# design 1

**Design 1: placed standard cells**

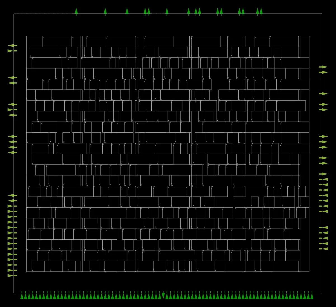

===== config.mk =====
export PLATFORM = sky130hd
export DESIGN_NAME = hazard_ctrl
export DESIGN_NICKNAME = d
export VERILOG_FILES = /design/src/rtl/hazard_ctrl.sv
export SDC_FILE = /design/constraint.sdc
export NUM_CORES = 1
export LEC_CHECK = 0
export CORE_ASPECT_RATIO = 0.9
export CORE_MARGIN = 3
export CORE_UTILIZATION = 64
export CTS_CLUSTER_SIZE = 12
export DETAILED_ROUTE_END_ITERATION = 7
export DONT_BUFFER_PORTS = 1
export GPL_TIMING_DRIVEN = 0
export PLACE_DENSITY_LB_ADDON = 0.1
export SYNTH_ARGS = -nofsm -noshare
export SYNTH_HDL_FRONTEND = slang
export SYNTH_SLANG_ARGS = --single-unit

===== constraint.sdc =====
create_clock -name clk -period 5.8 [get_ports clk]
set_clock_uncertainty 0.2 [all_clocks]
set_input_delay 1.16 -clock clk [delete_from_list [all_inputs] [get_ports clk]]
set_output_delay 1.16 -clock clk [all_outputs]
set_load 0.05 [all_outputs]

===== src/rtl/hazard_ctrl.sv =====
// Pipeline scheduler for the 5-stage MIPS core: Tuse/Tnew data-hazard stalls,
// mult/div sequencing with its busy countdown, and the pipeline register controls.
module hazard_ctrl #(
    parameter int MULT_LAT = 5,
    parameter int DIV_LAT  = 10,
    parameter int CNT_W    = 4
) (
    input  logic        clk,
    input  logic        reset,
    input  logic [31:0] D_IR,
    input  logic [31:0] E_IR,
    input  logic [4:0]  E_WA,
    input  logic [31:0] M_IR,
    input  logic [4:0]  M_WA,
    output logic        stall,
    output logic        pc_en,
    output logic        if_id_en,
    output logic        id_ex_clear,
    output logic        md_start,
    output logic        md_busy,
    output logic [31:0] stall_cnt
);

    typedef enum logic [4:0] {
        OP_NONE,
        OP_ADDU,
        OP_SUBU,
        OP_JR,
        OP_MULT,
        OP_MULTU,
        OP_DIV,
        OP_DIVU,
        OP_MFHI,
        OP_MFLO,
        OP_MTHI,
        OP_MTLO,
        OP_ORI,
        OP_LUI,
        OP_LW,
        OP_SW,
        OP_BEQ,
        OP_JAL
    } op_t;

    // Tuse value 3 means "operand not read"; it can never be below any Tnew (max 2).
    localparam logic [1:0] NO_USE = 2'd3;

    localparam int NUM_STAGES = 3;
    localparam int NUM_SRCS   = 2;

    function automatic op_t decode_op(input logic [5:0] opc, input logic [5:0] fn);
        op_t op;
        op = OP_NONE;
        case (opc)
            6'b000000: begin
                case (fn)
                    6'b100001: op = OP_ADDU;
                    6'b100011: op = OP_SUBU;
                    6'b001000: op = OP_JR;
                    6'b011000: op = OP_MULT;
                    6'b011001: op = OP_MULTU;
                    6'b011010: op = OP_DIV;
                    6'b011011: op = OP_DIVU;
                    6'b010000: op = OP_MFHI;
                    6'b010010: op = OP_MFLO;
                    6'b010001: op = OP_MTHI;
                    6'b010011: op = OP_MTLO;
                    default:   op = OP_NONE;
                endcase
            end
            6'b001101: op = OP_ORI;
            6'b001111: op = OP_LUI;
            6'b100011: op = OP_LW;
            6'b101011: op = OP_SW;
            6'b000100: op = OP_BEQ;
            6'b000011: op = OP_JAL;
            default:   op = OP_NONE;
        endcase
        return op;
    endfunction

    function automatic logic is_md_arith(input op_t op);
        return (op == OP_MULT) || (op == OP_MULTU) || (op == OP_DIV) || (op == OP_DIVU);
    endfunction

    function automatic logic is_md_any(input op_t op);
        return is_md_arith(op) || (op == OP_MFHI) || (op == OP_MFLO) ||
               (op == OP_MTHI) || (op == OP_MTLO);
    endfunction

    function automatic logic [1:0] tuse_rs_of(input op_t op);
        logic [1:0] t;
        case (op)
            OP_BEQ, OP_JR:                        t = 2'd0;
            OP_ADDU, OP_SUBU, OP_ORI, OP_LW,
            OP_SW, OP_MULT, OP_MULTU, OP_DIV,
            OP_DIVU, OP_MTHI, OP_MTLO:            t = 2'd1;
            default:                              t = NO_USE;
        endcase
        return t;
    endfunction

    function automatic logic [1:0] tuse_rt_of(input op_t op);
        logic [1:0] t;
        case (op)
            OP_BEQ:                               t = 2'd0;
            OP_ADDU, OP_SUBU, OP_MULT, OP_MULTU,
            OP_DIV, OP_DIVU:                      t = 2'd1;
            OP_SW:                                t = 2'd2;
            default:                              t = NO_USE;
        endcase
        return t;
    endfunction

    function automatic logic [1:0] tnew_e_of(input op_t op);
        logic [1:0] t;
        case (op)
            OP_LW:                                t = 2'd2;
            OP_ADDU, OP_SUBU, OP_ORI, OP_LUI,
            OP_MFHI, OP_MFLO:                     t = 2'd1;
            default:                              t = 2'd0;
        endcase
        return t;
    endfunction

    // Per-stage decode: index 0 = D, 1 = E, 2 = M.
    logic [5:0] stage_opc [NUM_STAGES];
    logic [5:0] stage_fn  [NUM_STAGES];
    op_t        stage_op  [NUM_STAGES];

    assign stage_opc[0] = D_IR[31:26];
    assign stage_opc[1] = E_IR[31:26];
    assign stage_opc[2] = M_IR[31:26];
    assign stage_fn[0]  = D_IR[5:0];
    assign stage_fn[1]  = E_IR[5:0];
    assign stage_fn[2]  = M_IR[5:0];

    generate
        for (genvar gi = 0; gi < NUM_STAGES; gi++) begin : g_decode
            assign stage_op[gi] = decode_op(stage_opc[gi], stage_fn[gi]);
        end
    endgenerate

    op_t        d_op;
    op_t        e_op;
    op_t        m_op;
    logic [1:0] tnew_e;
    logic [1:0] tnew_m;

    assign d_op   = stage_op[0];
    assign e_op   = stage_op[1];
    assign m_op   = stage_op[2];
    assign tnew_e = tnew_e_of(e_op);
    assign tnew_m = (m_op == OP_LW) ? 2'd1 : 2'd0;

    // Source operands of D: index 0 = rs, 1 = rt.
    logic [4:0] src_reg   [NUM_SRCS];
    logic [1:0] src_tuse  [NUM_SRCS];
    logic       src_stall [NUM_SRCS];

    assign src_reg[0]  = D_IR[25:21];
    assign src_reg[1]  = D_IR[20:16];
    assign src_tuse[0] = tuse_rs_of(d_op);
    assign src_tuse[1] = tuse_rt_of(d_op);

    generate
        for (genvar gi = 0; gi < NUM_SRCS; gi++) begin : g_src
            logic hit_e;
            logic hit_m;
            assign hit_e = (src_reg[gi] == E_WA) && (src_tuse[gi] < tnew_e);
            assign hit_m = (src_reg[gi] == M_WA) && (src_tuse[gi] < tnew_m);
            assign src_stall[gi] = (src_tuse[gi] != NO_USE) && (src_reg[gi] != 5'd0) &&
                                   (hit_e || hit_m);
        end
    endgenerate

    // Bits of the instruction words that hazard detection never looks at.
    logic unused_ir_bits;
    assign unused_ir_bits = ^{D_IR[15:6], E_IR[25:6], M_IR[25:6]};

    logic [CNT_W-1:0] md_cnt_reg;
    logic [31:0]      stall_cnt_reg;
    logic             stall_rs;
    logic             stall_rt;
    logic             stall_md;

    assign md_busy  = (md_cnt_reg != '0);
    assign md_start = is_md_arith(e_op) && (md_cnt_reg == '0);

    assign stall_rs = src_stall[0];
    assign stall_rt = src_stall[1];
    assign stall_md = is_md_any(d_op) && (md_start || md_busy);
    assign stall    = stall_rs || stall_rt || stall_md;

    assign pc_en       = ~stall;
    assign if_id_en    = ~stall;
    assign id_ex_clear = stall;
    assign stall_cnt   = stall_cnt_reg;

    always_ff @(posedge clk) begin
        if (reset) begin
            md_cnt_reg <= '0;
        end else if (md_start) begin
            md_cnt_reg <= ((e_op == OP_DIV) || (e_op == OP_DIVU)) ?
                          CNT_W'(DIV_LAT) : CNT_W'(MULT_LAT);
        end else if (md_cnt_reg != '0) begin
            md_cnt_reg <= md_cnt_reg - 1'b1;
        end
    end

    always_ff @(posedge clk) begin
        if (reset) begin
            stall_cnt_reg <= '0;
        end else if (stall && (stall_cnt_reg != 32'hFFFF_FFFF)) begin
            stall_cnt_reg <= stall_cnt_reg + 32'd1;
        end
    end

endmodule


# design 2

### src/rtl/ddr2_pkg.sv
// Shared definitions for the DDR2 burst scheduler: FSM encoding, MIG command codes, FIFO depth.
package ddr2_pkg;

   typedef enum logic [2:0] {
      IDLE     = 3'd0,
      WR_GRANT = 3'd1,
      WR_CMD   = 3'd2,
      RD_CMD   = 3'd3,
      RD_GRANT = 3'd4
   } state_t;

   localparam logic [2:0] CMD_WR = 3'b000;
   localparam logic [2:0] CMD_RD = 3'b001;

   localparam int unsigned FIFO_SIZE = 2048;

endpackage

### src/rtl/ddr2_ring_ptr.sv
// Ring-buffer byte pointer; advances by a step and wraps to 0 at RING_BYTES (a power of two).
module ddr2_ring_ptr #(
   parameter int unsigned ADDR_W     = 30,
   parameter int unsigned RING_BYTES = 134217728
) (
   input  logic              clk,
   input  logic              reset,
   input  logic              adv,
   input  logic [ADDR_W-1:0] step,
   output logic [ADDR_W-1:0] ptr
);

   localparam int unsigned    AW1    = ADDR_W + 1;
   localparam logic [AW1-1:0] RING_W = AW1'(RING_BYTES);
   localparam logic [ADDR_W-1:0] MASK = ADDR_W'(RING_W - AW1'(1));

   // Pointer register; masking implements the power-of-two modulo wrap.
   always_ff @(posedge clk or posedge reset) begin
      if (reset) begin
         ptr <= '0;
      end else if (adv) begin
         ptr <= (ptr + step) & MASK;
      end
   end

endmodule

### src/rtl/ddr2_burst_scheduler.sv
// Arbitrates the SDRAM p0 command port between the write and read movers,
// owns the ring pointers and fill level, and issues the matching MIG command.
module ddr2_burst_scheduler
   import ddr2_pkg::*;
#(
   parameter int unsigned ADDR_W     = 30,
   parameter int unsigned RING_BYTES = 134217728,
   parameter int unsigned MAX_BL     = 64,
   parameter int unsigned IB_HIGH    = 1536
) (
   input  logic              clk,
   input  logic              reset,
   input  logic              calib_done,
   input  logic              writes_en,
   input  logic              reads_en,
   input  logic [31:0]       ddr_burst_len,
   input  logic              burst_override,
   input  logic [10:0]       ib_count,
   input  logic [10:0]       ob_count,
   output logic              wr_grant,
   input  logic              wr_done,
   output logic              rd_grant,
   input  logic              rd_done,
   output logic [6:0]        active_len,
   input  logic              p0_cmd_full,
   output logic              p0_cmd_en,
   output logic [2:0]        p0_cmd_instr,
   output logic [5:0]        p0_cmd_bl,
   output logic [ADDR_W-1:0] p0_cmd_byte_addr,
   output logic [ADDR_W-1:0] cmd_byte_addr_wr,
   output logic [ADDR_W-1:0] cmd_byte_addr_rd,
   output logic [ADDR_W:0]   fill_bytes,
   output logic              ring_full,
   output logic              overflow_err
);

   localparam int unsigned    AW1       = ADDR_W + 1;
   localparam int unsigned    AW2       = ADDR_W + 2;
   localparam logic [AW2-1:0] RING_W    = AW2'(RING_BYTES);
   localparam logic [AW2-1:0] MAX_BYTES = AW2'(4 * MAX_BL);
   localparam logic [11:0]    OB_LIMIT  = 12'(FIFO_SIZE - 1);

   state_t         state;
   state_t         state_nxt;
   logic [31:0]    req_len;
   logic [6:0]     len_c;
   logic [AW2-1:0] len_bytes_c;
   logic [AW2-1:0] fill_ext;
   logic [AW2-1:0] act_bytes;
   logic           w_ok;
   logic           r_ok;
   logic           pick_wr;
   logic           last_op_wr;
   logic           wr_commit;
   logic           rd_issue;
   logic           rd_commit;
   logic [ADDR_W-1:0] step_bytes;

   // Burst length sanitize: even, clamped to [2, MAX_BL], or 2 when flushing.
   always_comb begin
      req_len = ddr_burst_len & ~32'd1;
      len_c   = 7'd2;
      if (!burst_override) begin
         if (req_len > 32'(MAX_BL)) begin
            len_c = 7'(MAX_BL);
         end else if (req_len >= 32'd2) begin
            len_c = 7'(req_len);
         end
      end
   end

   assign len_bytes_c = AW2'({len_c, 2'b00});
   assign fill_ext    = {1'b0, fill_bytes};
   assign act_bytes   = AW2'({active_len, 2'b00});
   assign step_bytes  = ADDR_W'({active_len, 2'b00});

   // Eligibility and arbitration; only consulted while IDLE.
   always_comb begin
      w_ok = calib_done & writes_en
           & ({4'b0, len_c} <= ib_count)
           & ((fill_ext + len_bytes_c) <= RING_W);
      r_ok = calib_done & reads_en
           & (fill_ext >= len_bytes_c)
           & ({1'b0, ob_count} < (OB_LIMIT - {5'b0, len_c}));
      pick_wr = w_ok & (~r_ok | (ib_count >= 11'(IB_HIGH)) | ~last_op_wr);
   end

   assign wr_commit = (state == WR_CMD) & ~p0_cmd_full;
   assign rd_issue  = (state == RD_CMD) & ~p0_cmd_full;
   assign rd_commit = (state == RD_GRANT) & rd_done;

   // FSM state register.
   always_ff @(posedge clk or posedge reset) begin
      if (reset) begin
         state <= IDLE;
      end else begin
         state <= state_nxt;
      end
   end

   // FSM next-state logic.
   always_comb begin
      state_nxt = state;
      case (state)
         IDLE:     if (w_ok | r_ok) state_nxt = pick_wr ? WR_GRANT : RD_CMD;
         WR_GRANT: if (wr_done)     state_nxt = WR_CMD;
         WR_CMD:   if (!p0_cmd_full) state_nxt = IDLE;
         RD_CMD:   if (!p0_cmd_full) state_nxt = RD_GRANT;
         RD_GRANT: if (rd_done)     state_nxt = IDLE;
         default:                   state_nxt = IDLE;
      endcase
   end

   // FSM outputs decoded from state; command strobe is held off while the MIG FIFO is full.
   always_comb begin
      wr_grant         = 1'b0;
      rd_grant         = 1'b0;
      p0_cmd_en        = 1'b0;
      p0_cmd_instr     = CMD_WR;
      p0_cmd_byte_addr = cmd_byte_addr_wr;
      case (state)
         WR_GRANT: wr_grant = 1'b1;
         WR_CMD:   p0_cmd_en = ~p0_cmd_full;
         RD_CMD: begin
            p0_cmd_en        = ~p0_cmd_full;
            p0_cmd_instr     = CMD_RD;
            p0_cmd_byte_addr = cmd_byte_addr_rd;
         end
         RD_GRANT: rd_grant = 1'b1;
         default: ;
      endcase
   end

   // Per-transaction latches, fill level and sticky overflow flag.
   always_ff @(posedge clk or posedge reset) begin
      if (reset) begin
         active_len   <= '0;
         p0_cmd_bl    <= '0;
         last_op_wr   <= 1'b0;
         fill_bytes   <= '0;
         overflow_err <= 1'b0;
      end else begin
         if ((state == IDLE) && (w_ok | r_ok)) begin
            active_len <= len_c;
            p0_cmd_bl  <= 6'(len_c - 7'd1);
            last_op_wr <= pick_wr;
         end
         if (wr_commit) begin
            fill_bytes <= fill_bytes + AW1'({active_len, 2'b00});
            if ((fill_ext + act_bytes) > RING_W) begin
               overflow_err <= 1'b1;
            end
         end else if (rd_commit) begin
            fill_bytes <= fill_bytes - AW1'({active_len, 2'b00});
         end
      end
   end

   assign ring_full = (fill_ext + MAX_BYTES) > RING_W;

   ddr2_ring_ptr #(
      .ADDR_W     (ADDR_W),
      .RING_BYTES (RING_BYTES)
   ) u_wr_ptr (
      .clk   (clk),
      .reset (reset),
      .adv   (wr_commit),
      .step  (step_bytes),
      .ptr   (cmd_byte_addr_wr)
   );

   ddr2_ring_ptr #(
      .ADDR_W     (ADDR_W),
      .RING_BYTES (RING_BYTES)
   ) u_rd_ptr (
      .clk   (clk),
      .reset (reset),
      .adv   (rd_issue),
      .step  (step_bytes),
      .ptr   (cmd_byte_addr_rd)
   );

endmodule

### config.mk
export PLATFORM = sky130hd
export DESIGN_NAME = ddr2_burst_scheduler
export DESIGN_NICKNAME = d
export VERILOG_FILES = /design/src/rtl/ddr2_pkg.sv /design/src/rtl/ddr2_ring_ptr.sv /design/src/rtl/ddr2_burst_scheduler.sv
export SDC_FILE = /design/constraint.sdc
export NUM_CORES = 1
export LEC_CHECK = 0
export CAP_MARGIN = 20
export CELL_PAD_IN_SITES_DETAIL_PLACEMENT = 1
export CELL_PAD_IN_SITES_GLOBAL_PLACEMENT = 2
export CORE_UTILIZATION = 27
export CTS_CLUSTER_SIZE = 24
export DETAILED_ROUTE_END_ITERATION = 6
export PLACE_DENSITY_LB_ADDON = 0.08
export SLEW_MARGIN = 25
export SYNTH_ARGS = -nofsm -noshare
export SYNTH_HDL_FRONTEND = slang
export SYNTH_SLANG_ARGS = --single-unit
### constraint.sdc
create_clock -name clk -period 4 [get_ports clk]
set_input_delay 1 -clock clk [delete_from_list [all_inputs] [get_ports clk]]
set_output_delay 1 -clock clk [all_outputs]
set_load 0.02 [all_outputs]
# design 3

$ cat config.mk
export PLATFORM = sky130hd
export DESIGN_NAME = parity_fold_sched_flat
export DESIGN_NICKNAME = d
export VERILOG_FILES = /design/src/rtl/parity_fold_sched_if.sv /design/src/rtl/parity_fold_sched.sv /design/src/flat_wrapper.sv
export SDC_FILE = /design/constraint.sdc
export NUM_CORES = 1
export LEC_CHECK = 0
export CAP_MARGIN = 20
export CORE_MARGIN = 1
export CORE_UTILIZATION = 46
export CTS_CLUSTER_DIAMETER = 40
export CTS_CLUSTER_SIZE = 8
export DETAILED_ROUTE_END_ITERATION = 8
export PLACE_DENSITY = 0.79
export SETUP_SLACK_MARGIN = 0.02
export SKIP_CTS_REPAIR_TIMING = 1
export SYNTH_ARGS = -nofsm -noshare
export SYNTH_HDL_FRONTEND = slang
export SYNTH_SLANG_ARGS = --single-unit
export TNS_END_PERCENT = 30
$ cat constraint.sdc
create_clock -name CLK -period 1.45 [get_ports CLK]
set_input_delay 0.145 -clock CLK [delete_from_list [all_inputs] [get_ports CLK]]
set_output_delay 0.145 -clock CLK [all_outputs]
set_load 0.01 [all_outputs]
$ cat src/rtl/parity_fold_sched_if.sv
// Handshake bundle for parity_fold_sched.
//   A_*/B_* : requester channels (VALID/DATA in, READY out of the scheduler)
//   O_*     : result channel (VALID/PAR/SRC out of the scheduler, READY in)
// master: requester/consumer side. slave: the scheduler.
interface parity_fold_sched_if #(
    parameter int unsigned W = 16
);
    logic         A_VALID;
    logic         A_READY;
    logic [W-1:0] A_DATA;
    logic         B_VALID;
    logic         B_READY;
    logic [W-1:0] B_DATA;
    logic         O_VALID;
    logic         O_READY;
    logic         O_PAR;
    logic         O_SRC;

    modport master (
        output A_VALID, A_DATA, B_VALID, B_DATA, O_READY,
        input  A_READY, B_READY, O_VALID, O_PAR, O_SRC
    );

    modport slave (
        input  A_VALID, A_DATA, B_VALID, B_DATA, O_READY,
        output A_READY, B_READY, O_VALID, O_PAR, O_SRC
    );
endinterface

$ cat src/rtl/parity_fold_sched.sv
// Two-requester parity scheduler. One XNOR-reduce lane (NXOr4 LUT 16'h9669) is
// time-shared between requesters A and B under round-robin arbitration. An
// accepted word is folded 4 bits per cycle into a running accumulator and the
// result (1 = even popcount) is returned tagged with its source.
//
// Ports:
//   CLK         : clock, rising edge
//   ASYNCRESETN : asynchronous active-low reset
//   bus_io      : parity_fold_sched_if.slave (A_*, B_*, O_* channels)
//
// Build option PARITY_FOLD_X2_EN: two NXOr4 lanes fold 8 bits per cycle
// (W must then be a multiple of 8).
module parity_fold_sched #(
    parameter int unsigned W = 16
) (
    input  logic                  CLK,
    input  logic                  ASYNCRESETN,
    parity_fold_sched_if.slave    bus_io
);

`ifdef PARITY_FOLD_X2_EN
    localparam int unsigned Lanes = 2;
`else
    localparam int unsigned Lanes = 1;
`endif
    localparam int unsigned Step   = 4 * Lanes;
    localparam int unsigned Chunks = W / Step;
    localparam int unsigned CntW   = (Chunks > 1) ? $clog2(Chunks) : 1;
    // NXOr4 truth table: bit i is 1 when i has an even number of ones.
    localparam logic [15:0] NXor4Lut = 16'h9669;

    generate
        if ((W < Step) || ((W % Step) != 0)) begin : g_bad_width
            $error("parity_fold_sched: W must be a non-zero multiple of the fold step");
        end
    endgenerate

    typedef enum logic [1:0] {StIdle, StFold, StDone} state_e;

    state_e          state_q;
    logic [W-1:0]    sr_q;
    logic            acc_q;
    logic [CntW-1:0] cnt_q;
    logic            rr_q;       // 1: B was granted last, so A wins the next tie
    logic            o_valid_q;
    logic            o_par_q;
    logic            o_src_q;

    logic chunk_par;
    logic fold;
    logic idle_ok;
    logic a_ready;
    logic b_ready;

    // Odd parity of the low Step bits: inverted LUT output per lane.
    always_comb begin
        chunk_par = 1'b0;
        for (int unsigned l = 0; l < Lanes; l++) begin
            chunk_par = chunk_par ^ ~NXor4Lut[sr_q[4*l +: 4]];
        end
    end

    assign fold = acc_q ^ chunk_par;

    // READY is gated by reset so nothing is granted while ASYNCRESETN is low.
    assign idle_ok = ASYNCRESETN && (state_q == StIdle);
    assign a_ready = idle_ok && bus_io.A_VALID && (!bus_io.B_VALID || rr_q);
    assign b_ready = idle_ok && bus_io.B_VALID && (!bus_io.A_VALID || !rr_q);

    assign bus_io.A_READY = a_ready;
    assign bus_io.B_READY = b_ready;
    assign bus_io.O_VALID = o_valid_q;
    assign bus_io.O_PAR   = o_par_q;
    assign bus_io.O_SRC   = o_src_q;

    always_ff @(posedge CLK or negedge ASYNCRESETN) begin
        if (!ASYNCRESETN) begin
            state_q   <= StIdle;
            sr_q      <= '0;
            acc_q     <= 1'b0;
            cnt_q     <= '0;
            rr_q      <= 1'b1;
            o_valid_q <= 1'b0;
            o_par_q   <= 1'b1;
            o_src_q   <= 1'b0;
        end else begin
            unique case (state_q)
                StIdle: begin
                    if (a_ready || b_ready) begin
                        sr_q    <= b_ready ? bus_io.B_DATA : bus_io.A_DATA;
                        acc_q   <= 1'b0;
                        o_src_q <= b_ready;
                        cnt_q   <= CntW'(Chunks - 1);
                        rr_q    <= b_ready;
                        state_q <= StFold;
                    end
                end
                StFold: begin
                    acc_q <= fold;
                    sr_q  <= sr_q >> Step;
                    if (cnt_q == '0) begin
                        o_par_q   <= ~fold;
                        o_valid_q <= 1'b1;
                        state_q   <= StDone;
                    end else begin
                        cnt_q <= cnt_q - 1'b1;
                    end
                end
                StDone: begin
                    if (bus_io.O_READY) begin
                        o_valid_q <= 1'b0;
                        state_q   <= StIdle;
                    end
                end
                default: state_q <= StIdle;
            endcase
        end
    end

endmodule

$ cat src/flat_wrapper.sv
// flat-port wrapper written by rule: the top's interface ports become plain ports
module parity_fold_sched_flat 
#(
    parameter int unsigned W = 16
)
  (CLK, ASYNCRESETN, bus_io_A_VALID, bus_io_A_DATA, bus_io_B_VALID, bus_io_B_DATA, bus_io_O_READY, bus_io_A_READY, bus_io_B_READY, bus_io_O_VALID, bus_io_O_PAR, bus_io_O_SRC);
  parity_fold_sched_if #(.W(W)) bus_io_i ();
  input  logic CLK;
  input  logic ASYNCRESETN;
  input wire logic [$bits(bus_io_i.A_VALID)-1:0] bus_io_A_VALID;
  input wire logic [$bits(bus_io_i.A_DATA)-1:0] bus_io_A_DATA;
  input wire logic [$bits(bus_io_i.B_VALID)-1:0] bus_io_B_VALID;
  input wire logic [$bits(bus_io_i.B_DATA)-1:0] bus_io_B_DATA;
  input wire logic [$bits(bus_io_i.O_READY)-1:0] bus_io_O_READY;
  output wire logic [$bits(bus_io_i.A_READY)-1:0] bus_io_A_READY;
  output wire logic [$bits(bus_io_i.B_READY)-1:0] bus_io_B_READY;
  output wire logic [$bits(bus_io_i.O_VALID)-1:0] bus_io_O_VALID;
  output wire logic [$bits(bus_io_i.O_PAR)-1:0] bus_io_O_PAR;
  output wire logic [$bits(bus_io_i.O_SRC)-1:0] bus_io_O_SRC;
  assign bus_io_i.A_VALID = bus_io_A_VALID;
  assign bus_io_i.A_DATA = bus_io_A_DATA;
  assign bus_io_i.B_VALID = bus_io_B_VALID;
  assign bus_io_i.B_DATA = bus_io_B_DATA;
  assign bus_io_i.O_READY = bus_io_O_READY;
  assign bus_io_A_READY = bus_io_i.A_READY;
  assign bus_io_B_READY = bus_io_i.B_READY;
  assign bus_io_O_VALID = bus_io_i.O_VALID;
  assign bus_io_O_PAR = bus_io_i.O_PAR;
  assign bus_io_O_SRC = bus_io_i.O_SRC;
  parity_fold_sched #(.W(W)) u_core (.CLK(CLK), .ASYNCRESETN(ASYNCRESETN), .bus_io(bus_io_i));
endmodule
# design 4

$ cat src/rtl/axis_dllp_tlp_arbiter.sv
// Packet-granular arbiter that merges a DLLP and a TLP AXI-Stream source into one registered output.
// DLLPs normally win; a waiting TLP is forced through after MAX_DLLP_BURST consecutive DLLP grants.
module axis_dllp_tlp_arbiter #(
  parameter int DATA_WIDTH     = 32,
  parameter int KEEP_WIDTH     = DATA_WIDTH / 8,
  parameter int USER_WIDTH     = 2,
  parameter int MAX_DLLP_BURST = 4
) (
  input  logic                  clk_i,
  input  logic                  rst_i,
  input  logic                  link_active_i,
  input  logic [DATA_WIDTH-1:0] s_tlp_axis_tdata,
  input  logic [KEEP_WIDTH-1:0] s_tlp_axis_tkeep,
  input  logic                  s_tlp_axis_tvalid,
  input  logic                  s_tlp_axis_tlast,
  output logic                  s_tlp_axis_tready,
  input  logic [DATA_WIDTH-1:0] s_dllp_axis_tdata,
  input  logic [KEEP_WIDTH-1:0] s_dllp_axis_tkeep,
  input  logic                  s_dllp_axis_tvalid,
  input  logic                  s_dllp_axis_tlast,
  output logic                  s_dllp_axis_tready,
  output logic [DATA_WIDTH-1:0] m_axis_tdata,
  output logic [KEEP_WIDTH-1:0] m_axis_tkeep,
  output logic                  m_axis_tvalid,
  output logic                  m_axis_tlast,
  output logic [USER_WIDTH-1:0] m_axis_tuser,
  input  logic                  m_axis_tready,
  output logic                  busy_o
);

  typedef enum logic [1:0] {ST_IDLE, ST_DLLP, ST_TLP} state_t;

  localparam logic [3:0] MAX_STREAK = 4'(MAX_DLLP_BURST);

  state_t                  state, state_next;
  logic [3:0]              dllp_streak, streak_next;
  logic                    accept;
  logic                    dllp_elig, tlp_elig;
  logic                    sel_dllp, sel_tlp;
  logic                    take_dllp, take_tlp, take_last;
  logic [USER_WIDTH-1:0]   user_next;

  assign accept = !m_axis_tvalid || m_axis_tready;
  assign busy_o = (state != ST_IDLE);

  always_comb begin
    state_next  = state;
    streak_next = dllp_streak;
    sel_dllp    = 1'b0;
    sel_tlp     = 1'b0;
    dllp_elig   = s_dllp_axis_tvalid;
    tlp_elig    = s_tlp_axis_tvalid && link_active_i;

    case (state)
      ST_IDLE: begin
        if (tlp_elig && (!dllp_elig || dllp_streak == MAX_STREAK)) sel_tlp = 1'b1;
        else if (dllp_elig)                                         sel_dllp = 1'b1;
      end
      ST_DLLP: sel_dllp = 1'b1;
      ST_TLP:  sel_tlp  = 1'b1;
      default: ;
    endcase

    // Readies are gated by rst_i so both sources see tready=0 while reset is held.
    s_dllp_axis_tready = sel_dllp && accept && !rst_i;
    s_tlp_axis_tready  = sel_tlp && accept && !rst_i;
    take_dllp          = s_dllp_axis_tready && s_dllp_axis_tvalid;
    take_tlp           = s_tlp_axis_tready && s_tlp_axis_tvalid;
    take_last          = take_tlp ? s_tlp_axis_tlast : s_dllp_axis_tlast;

    if (take_dllp || take_tlp) begin
      if (take_last)     state_next = ST_IDLE;
      else if (take_tlp) state_next = ST_TLP;
      else               state_next = ST_DLLP;
    end

    if (state == ST_IDLE) begin
      if (!tlp_elig || take_tlp)                   streak_next = '0;
      else if (take_dllp && dllp_streak != MAX_STREAK) streak_next = dllp_streak + 4'd1;
    end

    user_next    = '0;
    user_next[1] = take_tlp;
    user_next[0] = take_dllp;
  end

  always_ff @(posedge clk_i or posedge rst_i) begin
    if (rst_i) begin
      state       <= ST_IDLE;
      dllp_streak <= '0;
    end else begin
      state       <= state_next;
      dllp_streak <= streak_next;
    end
  end

  always_ff @(posedge clk_i or posedge rst_i) begin
    if (rst_i) begin
      m_axis_tvalid <= 1'b0;
      m_axis_tdata  <= '0;
      m_axis_tkeep  <= '0;
      m_axis_tlast  <= 1'b0;
      m_axis_tuser  <= '0;
    end else if (accept) begin
      m_axis_tvalid <= take_dllp || take_tlp;
      if (take_dllp || take_tlp) begin
        m_axis_tdata <= take_tlp ? s_tlp_axis_tdata : s_dllp_axis_tdata;
        m_axis_tkeep <= take_tlp ? s_tlp_axis_tkeep : s_dllp_axis_tkeep;
        m_axis_tlast <= take_last;
        m_axis_tuser <= user_next;
      end
    end
  end

endmodule

$ cat config.mk
export PLATFORM = sky130hd
export DESIGN_NAME = axis_dllp_tlp_arbiter
export DESIGN_NICKNAME = d
export VERILOG_FILES = /design/src/rtl/axis_dllp_tlp_arbiter.sv
export SDC_FILE = /design/constraint.sdc
export NUM_CORES = 1
export LEC_CHECK = 0
export ABC_AREA = 1
export CORE_UTILIZATION = 40
export CTS_CLUSTER_SIZE = 14
export DETAILED_ROUTE_END_ITERATION = 8
export PLACE_DENSITY = 0.8
export SLEW_MARGIN = 20
export SYNTH_ARGS = -nofsm -noshare
export SYNTH_HDL_FRONTEND = slang
export SYNTH_SLANG_ARGS = --single-unit
$ cat constraint.sdc
create_clock -name clk_i -period 5.4 [get_ports clk_i]
set_clock_uncertainty 0.2 [all_clocks]
set_input_delay 1.62 -clock clk_i [delete_from_list [all_inputs] [get_ports clk_i]]
set_output_delay 1.62 -clock clk_i [all_outputs]
set_load 0.02 [all_outputs]

## Gallery

The metal 2 layer.
(a)
(4 px per um)
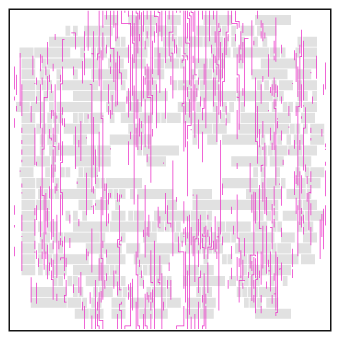
(b)
(6 px per um)
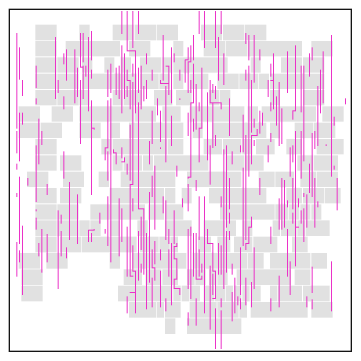
(c)
(4 px per um)
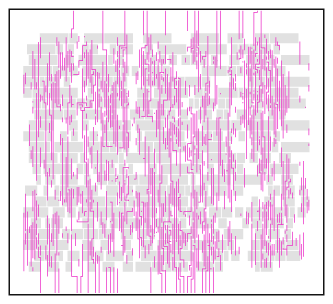
(d)
(2 px per um)
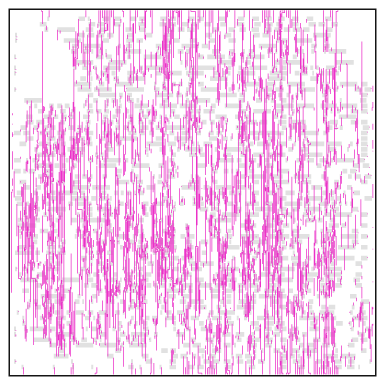
(c) is design 1.
(d) is design 2.
(a) is design 4.
(b) is design 3.
The one with the largest die is (d).
The one with the smallest die is (b).

**Design 3: routed metal, one colour a layer**

(6 px per um) Only two layers are drawn.
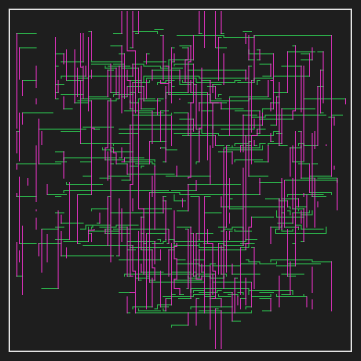
Key: magenta = M2 [wire length 1490 um]; green = M1 [wire length 1220 um]
Total GRT Usage: 0.1936
DRT Wirelength: 2874 um
via count: 1179
drt wl/cell: 13.43 um

==> changes_impl.md, design 3 <==
### Metrics

* Status: complete, but fails checks
* Failing checks: design-rule violations
* Hpwl dp at 2171 um
* Worst Path Arrival at 1.30 ns
* Seq. pwr at 1.21 mW
* WHS at 0.3060 ns
* DRC at 2
* Top non-seq family: AND-OR/OR-AND gates
* Critical path depth at 4
* First DRT Iteration DRCs at 41
* Met1 Use GR at 0.2311
* Power in the clock group at 310 uW
* RR Startpoint: u_core.state_q[1]$_DFFE_PN0P_
* Comb area share at 0.3582
* Synth flops at 25
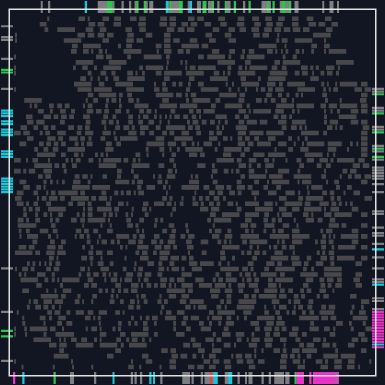
**Above:** design 2 (pin placement).
(2 px per um) Pins as bars across the die edge, other pins in grey.
Key: magenta = ddr_burst_len [pins 32, direction input, edge 19 bottom, 13 right]; green = cmd_byte_addr_wr [pins 30, direction output, edge 19 top, 5 right, 4 left, 2 bottom]; cyan = fill_bytes [pins 31, direction output, edge 17 left, 8 bottom, 3 top, 3 right]; red = writes_en [pins 1, direction input, edge bottom]
Port Buf Inserts: 179
die height: 182.6 um
Die W: 182.6 um

==> changes_impl.md, design 2 <==
### Metrics

* Post-route antenna net violation count at 0
* Psw at between 5 and 6 mW
* H-tree levels at 3
* Status: complete, but fails checks
* Tapcells at 435
* Comb gates at 875
* Non-clock inverter count at 46
* Crit path DRT at 4.30 ns
* Non-CTS buffers at between 300 and 400
* Total gr overflow at 0
* Hold-fix buffers, CTS at 0
* Failing checks: negative setup slack
* I/O pin cnt at 205
* CTS tree: done
* Final setup fails at 18
* Total GRT Usage at 0.2056
* Gate power share at 0.762
* Final Hold Violating Endpoints at 0
* Registers at 93
* Worst-path cell chain: buf_6 > nor4_4 > nand4_1 > buf_4 > a2111oi_4 > buf_4 > nand2_4 > fa_2 > o21bai_4 > a221oi_4 > o21bai_4 > and2_4 > o22ai_2 > nor4_2 > a31oi_2 > buf_6 > buf_12 > or4_4 > nand3_2
* Vias/cell at 4.947
* Core area at approximately 32000 um2
* Worst min-delay path startpoint: p0_cmd_bl[0]$_DFFE_PP0P_
* Commonest flop: dfrtp_1
* Adder share at 0.1180
* Antenna diode count at 0
* Final Worst Setup Slack at -0.4349 ns
* Power in the clock group at between 800 and 900 uW
* Max cap viols at 0
**Design 1: routed metal, one colour a layer**

(4 px per um) Only two layers are drawn.
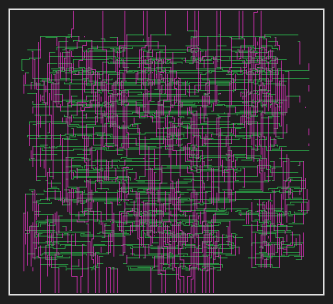
Key: green = M1 [wire length 3690 um]; magenta = M2 [wire length 3620 um]
Total GRT Usage: 0.2859
via count: 3149

**Design 1: a small window of the routed layout**

Region (19, 15) to (59, 55) um. Cells in grey, sequential cells in the stronger grey; small squares are vias.
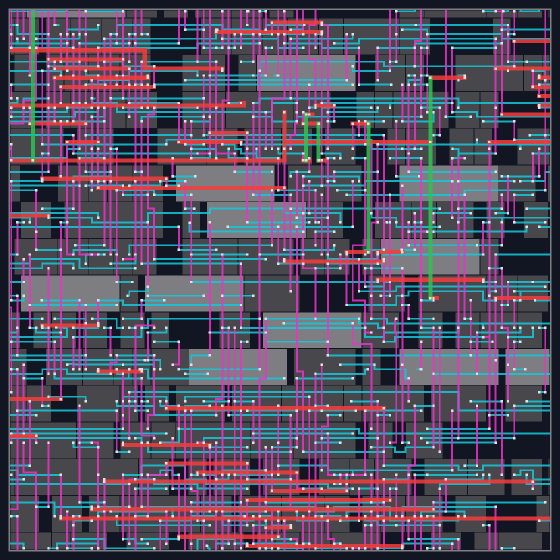
Key: cyan = M1; magenta = M2; red = M3; green = M4
Sequential cells in the window: 10. Netlist names of flops here include stall_cnt (7), md_cnt_reg (3). Most frequent: a21oi_1 (12), nor2_1 (10), dfxtp_1 (10). 157 logic cells have their middle in the window.

About 'placed standard cells' of design 1:
Post-Layout Cell Count: 460
Filler cells: 354
sequential cell area share: 0.2193
core area: 4294 um2
registers: 36

==> changes_impl.md, design 1 <==
### Metrics

* Setup crit end kind: output pin
* WHS at between 0.3 and 0.4 ns
* Top cells by count, synth: dfxtp_1 (36), a21oi_1 (35), nor2_1 (25), nand3_1 (18), o21ai_0 (17)
* Die height at roughly 70 um
* Status: finished, final reports clean
* # Post-CTS Setup Buffers at 1
* Power in the clock group at 170 uW
* CP delay by family, top: AND-OR/OR-AND gates
* Non-CTS buffers at 22
* Synth Seq Share at 0.2399
* Count leader, synth: dfxtp_1
* Vias/cell at 6.846
* Root buffer cell: clkbuf_8
* Mapped Area at about 3000 um2
* Clk network pwr share at 0.292
* Mean Syn Cell Area at roughly 7.7 um2
* Inst Count DP at approximately 450
* Yosys aoi share at 0.2095
* Seq. pwr at 268 uW
* Post-DP Area at 3079 um2
* Setup Crit Path Kind: in2out
* Top cells by area: dfxtp_1 (24%), a21oi_1 (5.8%), xor2_1 (4.1%), o31ai_1 (4.0%), ha_1 (3.7%)
**Design 4: a small window of the routed layout**

Region (20, 20) to (60, 60) um. Cells in grey, sequential cells in the stronger grey; small squares are vias.
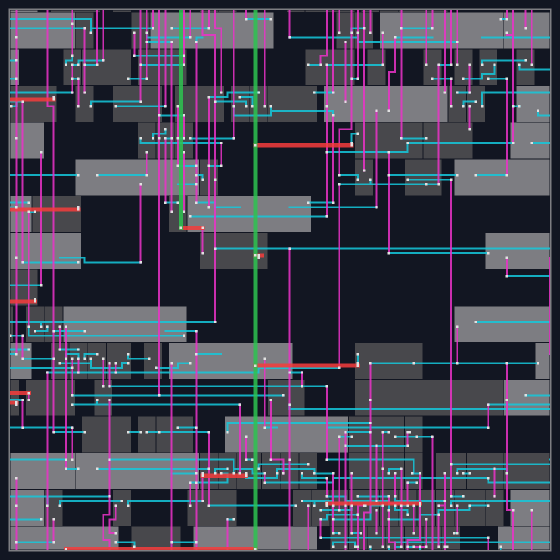
Key: magenta = M2; cyan = M1; red = M3; green = M4
Netlist names of flops here include m_axis_tdata (11), m_axis_tuser (2), state (2). Most frequent: nand2_1 (40), dfrtp_1 (17), clkdlybuf4s50_1 (15). 100 logic cells have their middle in the window. Sequential cells in the window: 17.

==> changes_impl.md, design 4 <==
### Metrics

* Reg2Reg Depth at 14
* Clock sink count at between 40 and 50
* Max layer used: met4
* Final setup fails at 0
* Critical path peak fanout at 2
* Fin nets at 550
* Sw frac at 0.3970
* Crit path launch type: primary input
* DRC at 0
* Post-route antenna net violation count at 0
* Pint at 1.042 mW
* Hpwl dp at 4415 um
* Seq. pwr at roughly 580 uW
* Worst Hold Depth at 2
* Status: finished, final reports clean
* Fmax at approximately 200 MHz
* Die W at 80 um
* Top cells by count, synth: nand2_1 (249), dfrtp_1 (46), inv_1 (13), nor2_1 (8), buf_6 (7)
* Num CTS Buffers at 5
* Worst r2r dst: m_axis_tdata[23]$_DFFE_PP0P_

# design 5

<file path="src/rtl/key_debounce_sync.sv">
// Two-flop synchronizer plus per-key debounce FSM with registered press/release pulses.
// Optional auto-repeat of key_press while held is enabled by defining KEYREP_AUTOREPEAT_EN.
module key_debounce_sync #(
    parameter int N_KEYS         = 4,
    parameter int DEBOUNCE_W     = 20,
    parameter int KEY_ACTIVE_LOW = 1,
    parameter int REPEAT_W       = 24
) (
    input  logic              CLK,
    input  logic              RESET,
    input  logic [N_KEYS-1:0] KEY_SW,
    output logic [N_KEYS-1:0] key_state,
    output logic [N_KEYS-1:0] key_press,
    output logic [N_KEYS-1:0] key_release
);

    localparam logic [N_KEYS-1:0]     RAW_RELEASED = (KEY_ACTIVE_LOW != 0) ? {N_KEYS{1'b1}} : {N_KEYS{1'b0}};
    localparam logic [DEBOUNCE_W-1:0] CNT_MAX      = {DEBOUNCE_W{1'b1}};
    localparam logic [DEBOUNCE_W-1:0] CNT_ZERO     = {DEBOUNCE_W{1'b0}};
    localparam logic [DEBOUNCE_W-1:0] CNT_ONE      = {{(DEBOUNCE_W-1){1'b0}}, 1'b1};
`ifdef KEYREP_AUTOREPEAT_EN
    localparam logic [REPEAT_W-1:0]   REP_MAX      = {REPEAT_W{1'b1}};
    localparam logic [REPEAT_W-1:0]   REP_ZERO     = {REPEAT_W{1'b0}};
    localparam logic [REPEAT_W-1:0]   REP_ONE      = {{(REPEAT_W-1){1'b0}}, 1'b1};
`endif

    typedef enum logic {
        ST_RELEASED = 1'b0,
        ST_PRESSED  = 1'b1
    } key_st_e;

    logic [N_KEYS-1:0] r_sync1;
    logic [N_KEYS-1:0] r_sync2;
    logic [N_KEYS-1:0] w_level;

    // Two-flop synchronizer; reset loads the released raw level so reset exit looks idle.
    always_ff @(posedge CLK) begin
        if (!RESET) begin
            r_sync1 <= RAW_RELEASED;
            r_sync2 <= RAW_RELEASED;
        end else begin
            r_sync1 <= KEY_SW;
            r_sync2 <= r_sync1;
        end
    end

    // Polarity normalization: pressed is 1 internally regardless of board wiring.
    always_comb begin
        w_level = {N_KEYS{1'b0}};
        if (KEY_ACTIVE_LOW != 0) begin
            w_level = ~r_sync2;
        end else begin
            w_level = r_sync2;
        end
    end

    for (genvar g = 0; g < N_KEYS; g++) begin : g_key
        key_st_e               r_state;
        logic [DEBOUNCE_W-1:0] r_cnt;
        logic                  r_press;
        logic                  r_release;
`ifdef KEYREP_AUTOREPEAT_EN
        logic [REPEAT_W-1:0]   r_rep;
`endif

        // Debounce FSM: a differing level must persist through a full counter span to be accepted.
        always_ff @(posedge CLK) begin
            if (!RESET) begin
                r_state   <= ST_RELEASED;
                r_cnt     <= CNT_ZERO;
                r_press   <= 1'b0;
                r_release <= 1'b0;
`ifdef KEYREP_AUTOREPEAT_EN
                r_rep     <= REP_ZERO;
`endif
            end else begin
                r_press   <= 1'b0;
                r_release <= 1'b0;
                case (r_state)
                    ST_RELEASED: begin
`ifdef KEYREP_AUTOREPEAT_EN
                        r_rep <= REP_ZERO;
`endif
                        if (w_level[g]) begin
                            if (r_cnt == CNT_MAX) begin
                                r_state <= ST_PRESSED;
                                r_cnt   <= CNT_ZERO;
                                r_press <= 1'b1;
                            end else begin
                                r_cnt <= r_cnt + CNT_ONE;
                            end
                        end else begin
                            r_cnt <= CNT_ZERO;
                        end
                    end
                    ST_PRESSED: begin
                        if (!w_level[g] && (r_cnt == CNT_MAX)) begin
                            r_state   <= ST_RELEASED;
                            r_cnt     <= CNT_ZERO;
                            r_release <= 1'b1;
`ifdef KEYREP_AUTOREPEAT_EN
                            r_rep     <= REP_ZERO;
`endif
                        end else begin
                            if (!w_level[g]) begin
                                r_cnt <= r_cnt + CNT_ONE;
                            end else begin
                                r_cnt <= CNT_ZERO;
                            end
`ifdef KEYREP_AUTOREPEAT_EN
                            // Release acceptance wins over a coinciding repeat so pulses never overlap.
                            if (r_rep == REP_MAX) begin
                                r_rep   <= REP_ZERO;
                                r_press <= 1'b1;
                            end else begin
                                r_rep <= r_rep + REP_ONE;
                            end
`endif
                        end
                    end
                    default: begin
                        r_state <= ST_RELEASED;
                        r_cnt   <= CNT_ZERO;
`ifdef KEYREP_AUTOREPEAT_EN
                        r_rep   <= REP_ZERO;
`endif
                    end
                endcase
            end
        end

        assign key_state[g]   = (r_state == ST_PRESSED);
        assign key_press[g]   = r_press;
        assign key_release[g] = r_release;
    end

endmodule

</file>
<file path="config.mk">
export PLATFORM = sky130hd
export DESIGN_NAME = key_debounce_sync
export DESIGN_NICKNAME = d
export VERILOG_FILES = /design/src/rtl/key_debounce_sync.sv
export SDC_FILE = /design/constraint.sdc
export NUM_CORES = 1
export LEC_CHECK = 0
export CORE_UTILIZATION = 66
export DETAILED_ROUTE_END_ITERATION = 7
export DONT_BUFFER_PORTS = 1
export PLACE_DENSITY = 0.84
export SKIP_LAST_GASP = 1
export SLEW_MARGIN = 20
export SYNTH_ARGS = -nofsm -noshare
export SYNTH_HDL_FRONTEND = slang
export SYNTH_SLANG_ARGS = --single-unit
</file>
<file path="constraint.sdc">
create_clock -name CLK -period 6.8 [get_ports CLK]
set_clock_uncertainty 0.2 [all_clocks]
set_input_delay 1.02 -clock CLK [delete_from_list [all_inputs] [get_ports CLK]]
set_output_delay 1.02 -clock CLK [all_outputs]
set_load 0.005 [all_outputs]
</file>
# design 6

File: config.mk
export PLATFORM = sky130hd
export DESIGN_NAME = alu_mul_sequencer
export DESIGN_NICKNAME = d
export VERILOG_FILES = /design/src/rtl/alu_mul_sequencer.sv
export SDC_FILE = /design/constraint.sdc
export NUM_CORES = 1
export LEC_CHECK = 0
export CAP_MARGIN = 20
export CORE_AREA = 2 2 81 83
export CTS_CLUSTER_DIAMETER = 40
export DETAILED_ROUTE_END_ITERATION = 16
export DIE_AREA = 0 0 83 85
export GPL_TIMING_DRIVEN = 0
export PLACE_DENSITY = 0.92
export SLEW_MARGIN = 20
export SYNTH_ARGS = -nofsm -noshare
export SYNTH_HDL_FRONTEND = slang
export SYNTH_SLANG_ARGS = --single-unit
File: constraint.sdc
create_clock -name clk -period 3 [get_ports clk]
set_clock_uncertainty 0.05 [all_clocks]
set_input_delay 0.75 -clock clk [delete_from_list [all_inputs] [get_ports clk]]
set_output_delay 0.75 -clock clk [all_outputs]
set_load 0.01 [all_outputs]
File: src/rtl/alu_mul_sequencer.sv
// Shift-add unsigned multiplier controller that time-shares the EX-stage ALU,
// issuing one ADD per cycle for WIDTH cycles to build a 2*WIDTH-bit product.
module alu_mul_sequencer #(
  parameter int          WIDTH      = 16,
  parameter int          CNT_W      = 5,
  parameter logic [3:0]  ALU_OP_ADD = 4'h0
) (
  input  logic                 clk,
  input  logic                 rst_n,
  input  logic                 in_valid,
  output logic                 in_ready,
  input  logic [WIDTH-1:0]     in_a,
  input  logic [WIDTH-1:0]     in_b,
  output logic                 out_valid,
  input  logic                 out_ready,
  output logic [2*WIDTH-1:0]   product,
  output logic                 busy,
  output logic [WIDTH-1:0]     alu_a,
  output logic [WIDTH-1:0]     alu_b,
  output logic [3:0]           alu_op,
  input  logic [WIDTH-1:0]     alu_result,
  input  logic                 alu_cout
);

  typedef enum logic [1:0] {IDLE = 2'd0, CALC = 2'd1, DONE = 2'd2} state_t;

  state_t             state_q, state_d;
  logic [CNT_W-1:0]   cnt_q, cnt_d;
  logic [WIDTH-1:0]   acc_hi_q, acc_hi_d;
  logic [WIDTH-1:0]   acc_lo_q, acc_lo_d;
  logic [WIDTH-1:0]   mcand_q, mcand_d;

  always_ff @(posedge clk) begin
    if (!rst_n) begin
      state_q  <= IDLE;
      cnt_q    <= '0;
      acc_hi_q <= '0;
      acc_lo_q <= '0;
      mcand_q  <= '0;
    end else begin
      state_q  <= state_d;
      cnt_q    <= cnt_d;
      acc_hi_q <= acc_hi_d;
      acc_lo_q <= acc_lo_d;
      mcand_q  <= mcand_d;
    end
  end

  always_comb begin
    state_d   = state_q;
    cnt_d     = cnt_q;
    acc_hi_d  = acc_hi_q;
    acc_lo_d  = acc_lo_q;
    mcand_d   = mcand_q;
    in_ready  = 1'b0;
    out_valid = 1'b0;
    busy      = 1'b0;
    product   = '0;
    alu_a     = '0;
    alu_b     = '0;
    alu_op    = ALU_OP_ADD;
    unique case (state_q)
      IDLE: begin
        in_ready = 1'b1;
        if (in_valid) begin
          mcand_d  = in_a;
          acc_lo_d = in_b;
          acc_hi_d = '0;
          cnt_d    = '0;
          state_d  = CALC;
        end
      end
      CALC: begin
        busy  = 1'b1;
        alu_a = acc_hi_q;
        alu_b = acc_lo_q[0] ? mcand_q : '0;
        // ALU outputs are only consumed here, so X outside CALC never reaches state.
        {acc_hi_d, acc_lo_d} = {alu_cout, alu_result, acc_lo_q[WIDTH-1:1]};
        cnt_d = cnt_q + CNT_W'(1);
        if (cnt_q == CNT_W'(WIDTH-1))
          state_d = DONE;
      end
      DONE: begin
        out_valid = 1'b1;
        product   = {acc_hi_q, acc_lo_q};
        if (out_ready)
          state_d = IDLE;
      end
      default: state_d = IDLE;
    endcase
  end

endmodule
**Design 5: placed standard cells**

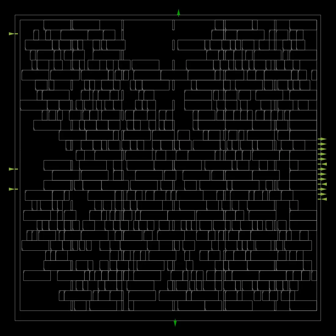
Post-Layout Cell Count: 556
Tapcells: 77
core area: 6350 um2

**Design 5: the metal 2 layer**

(4 px per um)
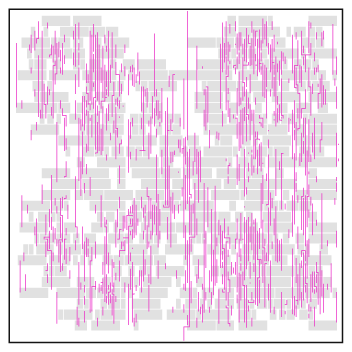
407 nets have wire on it. The wires run mostly vertical. The layer carries 3570 um of wire.
DRT Wirelength: 7461 um
via count: 3219
met2 Usage GRT: 0.3927

==> changes_impl.md, design 5 <==
### Metrics

* CTS tree: done
* Worst-path cell chain: ha_1 > nand4_1 > or4_1 > o21bai_2 > nor2_1
* Filler cells at 483
* Max layer used: met4
* Syn_nets at between 400 and 500
* Yosys cell count at 486
* Met1 Use GR at 0.2923
* Largest net degree at the start of global routing at 21
* Final setup fails at 0
* Inst Count DP at between 500 and 600
* Status: finished, final reports clean
* RSZ-0062 raised after global routing: false
* Setup_tns at 0 ns
* Least-Margin Pin Slew at 0.6846 ns
* Vias/cell at 5.790
* Die height at 82.96 um
* Mapped Area at roughly 4300 um2
* Gate power share at 0.010
**Design 6: routed metal, one colour a layer**

(4 px per um) Only two layers are drawn.
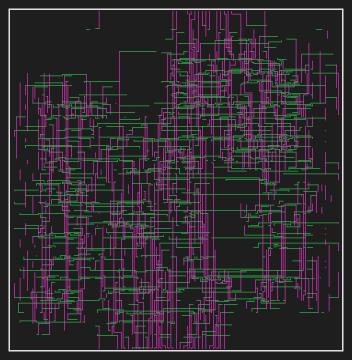
Key: green = M1 [wire length 3140 um]; magenta = M2 [wire length 3750 um]
drt wl/cell: 13.80 um
via count: 2816
DRT Wirelength: 7631 um

**Design 6: the metal 2 layer**

(4 px per um)
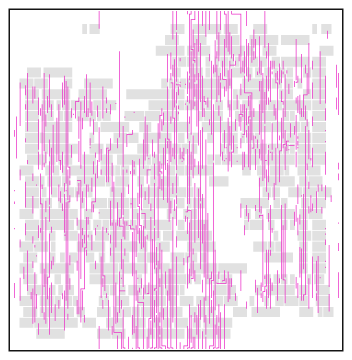
The longest straight run is 42.1 um. The layer carries 3750 um of wire. The wires run mostly vertical.
met2 Usage GRT: 0.3702

==> changes_impl.md, design 6 <==
### Metrics

* Status: finished, final reports clean
* Yosys cell count at between 300 and 400
* Die W at 83 um
* Die height at approximately 85 um
* Multi-input logic area at 1335 um2
* RSZ-0062 raised after global routing: false
* Met3 GRT Util at 0.06420
* Hpwl dp at ~5700 um
* First DRT Iteration DRCs at 137
* WHS at between 0.4 and 0.5 ns
* Leak at 1.632 nW
* # Post-CTS Setup Buffers at 0
* Setup Crit Path Kind: reg2out
* Comb power at 278 uW
* Max stage delay on crit path at 0.54 ns
* Initial antenna violation count at 0
* Top cell category: non-clock buffers
* Mean Syn Cell Area at 7.612 um2
* Top cells by count, synth: nand2_1 (81), dfxtp_1 (55), and2_1 (48), a21oi_1 (35), nand3_1 (20)
* Buf/Inv on CP at 3
* Worst Hold Depth at 2
* CP max-delay cell: clkdlybuf4s50_1
* Busiest grt layer: met2
* Most numerous logic cells after layout: clkdlybuf4s50_1 (119), nand2_1 (81), dfxtp_1 (55), and2_1 (48), a21oi_1 (35)
* Total GRT Usage at 0.2080
* Seq. pwr at 810 uW
* Psw at roughly 420 uW

==> notes/layouts.md <==
Pictures saved along the way, in no particular order.

A small window of the routed layout.
panel A
Region (21, 21) to (61, 61) um. Cells in grey, sequential cells in the stronger grey; small squares are vias.
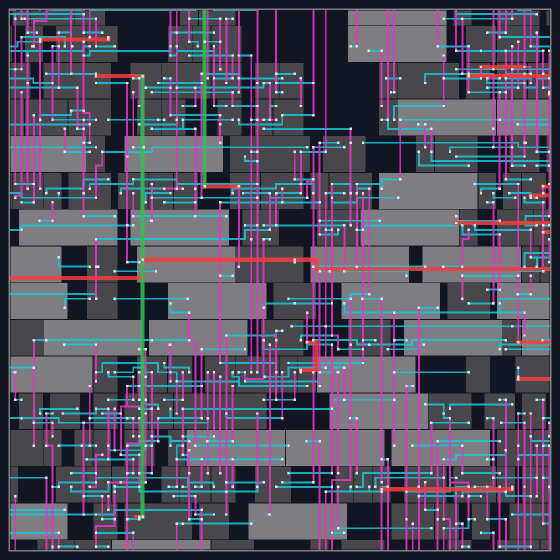
panel B
Region (22, 22) to (62, 62) um. Cells in grey, sequential cells in the stronger grey; small squares are vias.
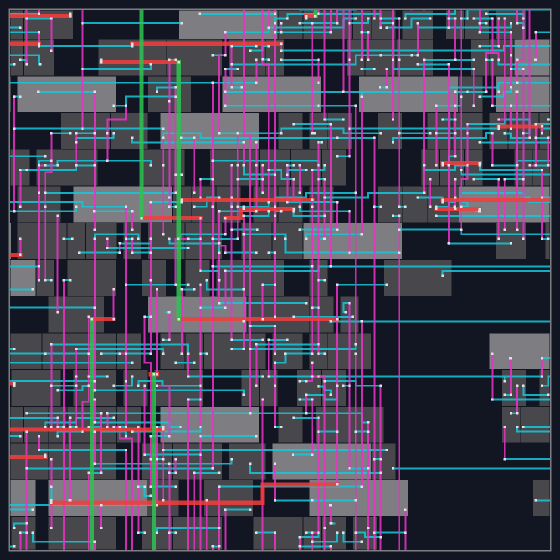
design 5: panel A
design 6: panel B



==> gallery <==
Pin placement.
shot_01.png
(6 px per um) Pins as bars across the die edge, other pins in grey.
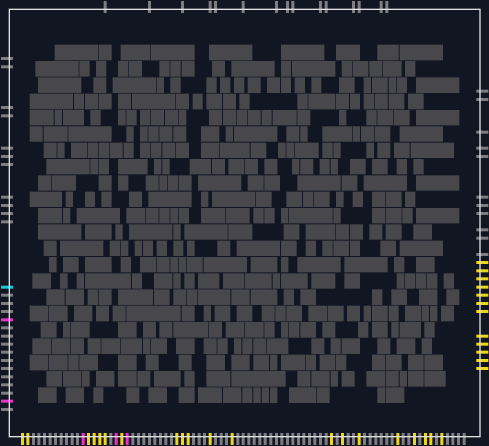
shot_02.png
(6 px per um) Pins as bars across the die edge, other pins in grey.
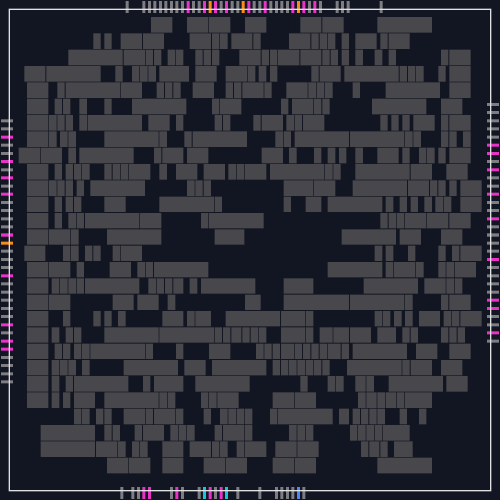
shot_03.png
(8 px per um) Pins as bars across the die edge, other pins in grey.
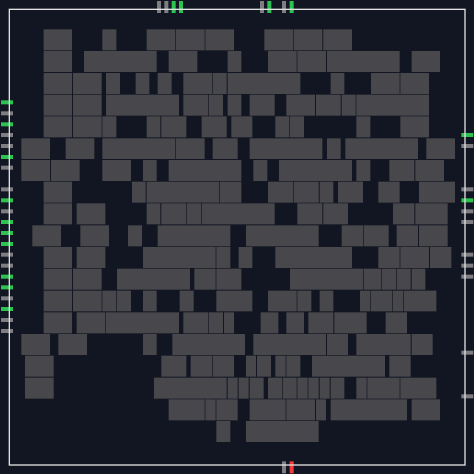
shot_04.png
(6 px per um) Pins as bars across the die edge, other pins in grey.
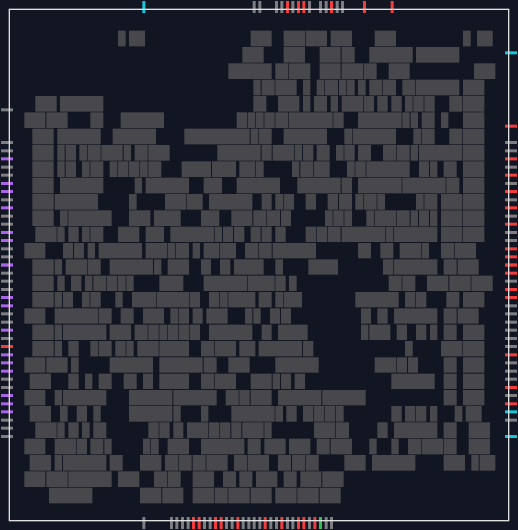
shot_05.png
(6 px per um) Pins as bars across the die edge, other pins in grey.
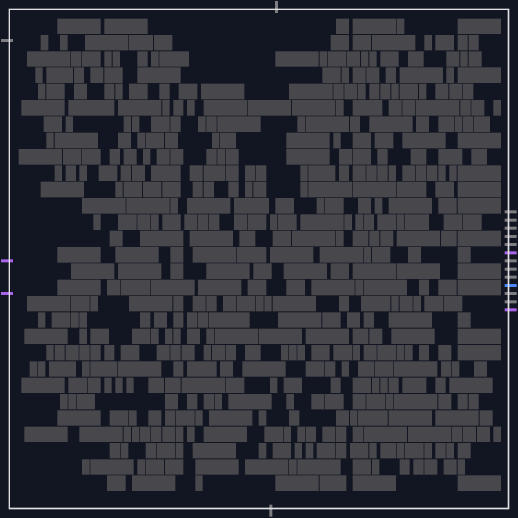
| picture | from |
|---|---|
| shot_02.png | design 4 |
| shot_01.png | design 1 |
| shot_03.png | design 3 |
| shot_05.png | design 5 |
| shot_04.png | design 6 |
Of these, most pins: shot_01.png
Of these, fewest pins: shot_05.png

Key to shot_01.png:
Key: magenta = M_WA [pins 5, direction input, edge 3 bottom, 2 left]; cyan = md_start [pins 1, direction output, edge left]; yellow = E_IR [pins 32, direction input, edge 20 bottom, 12 right]

No activity file was given, so power comes from the tool's default toggle rates.
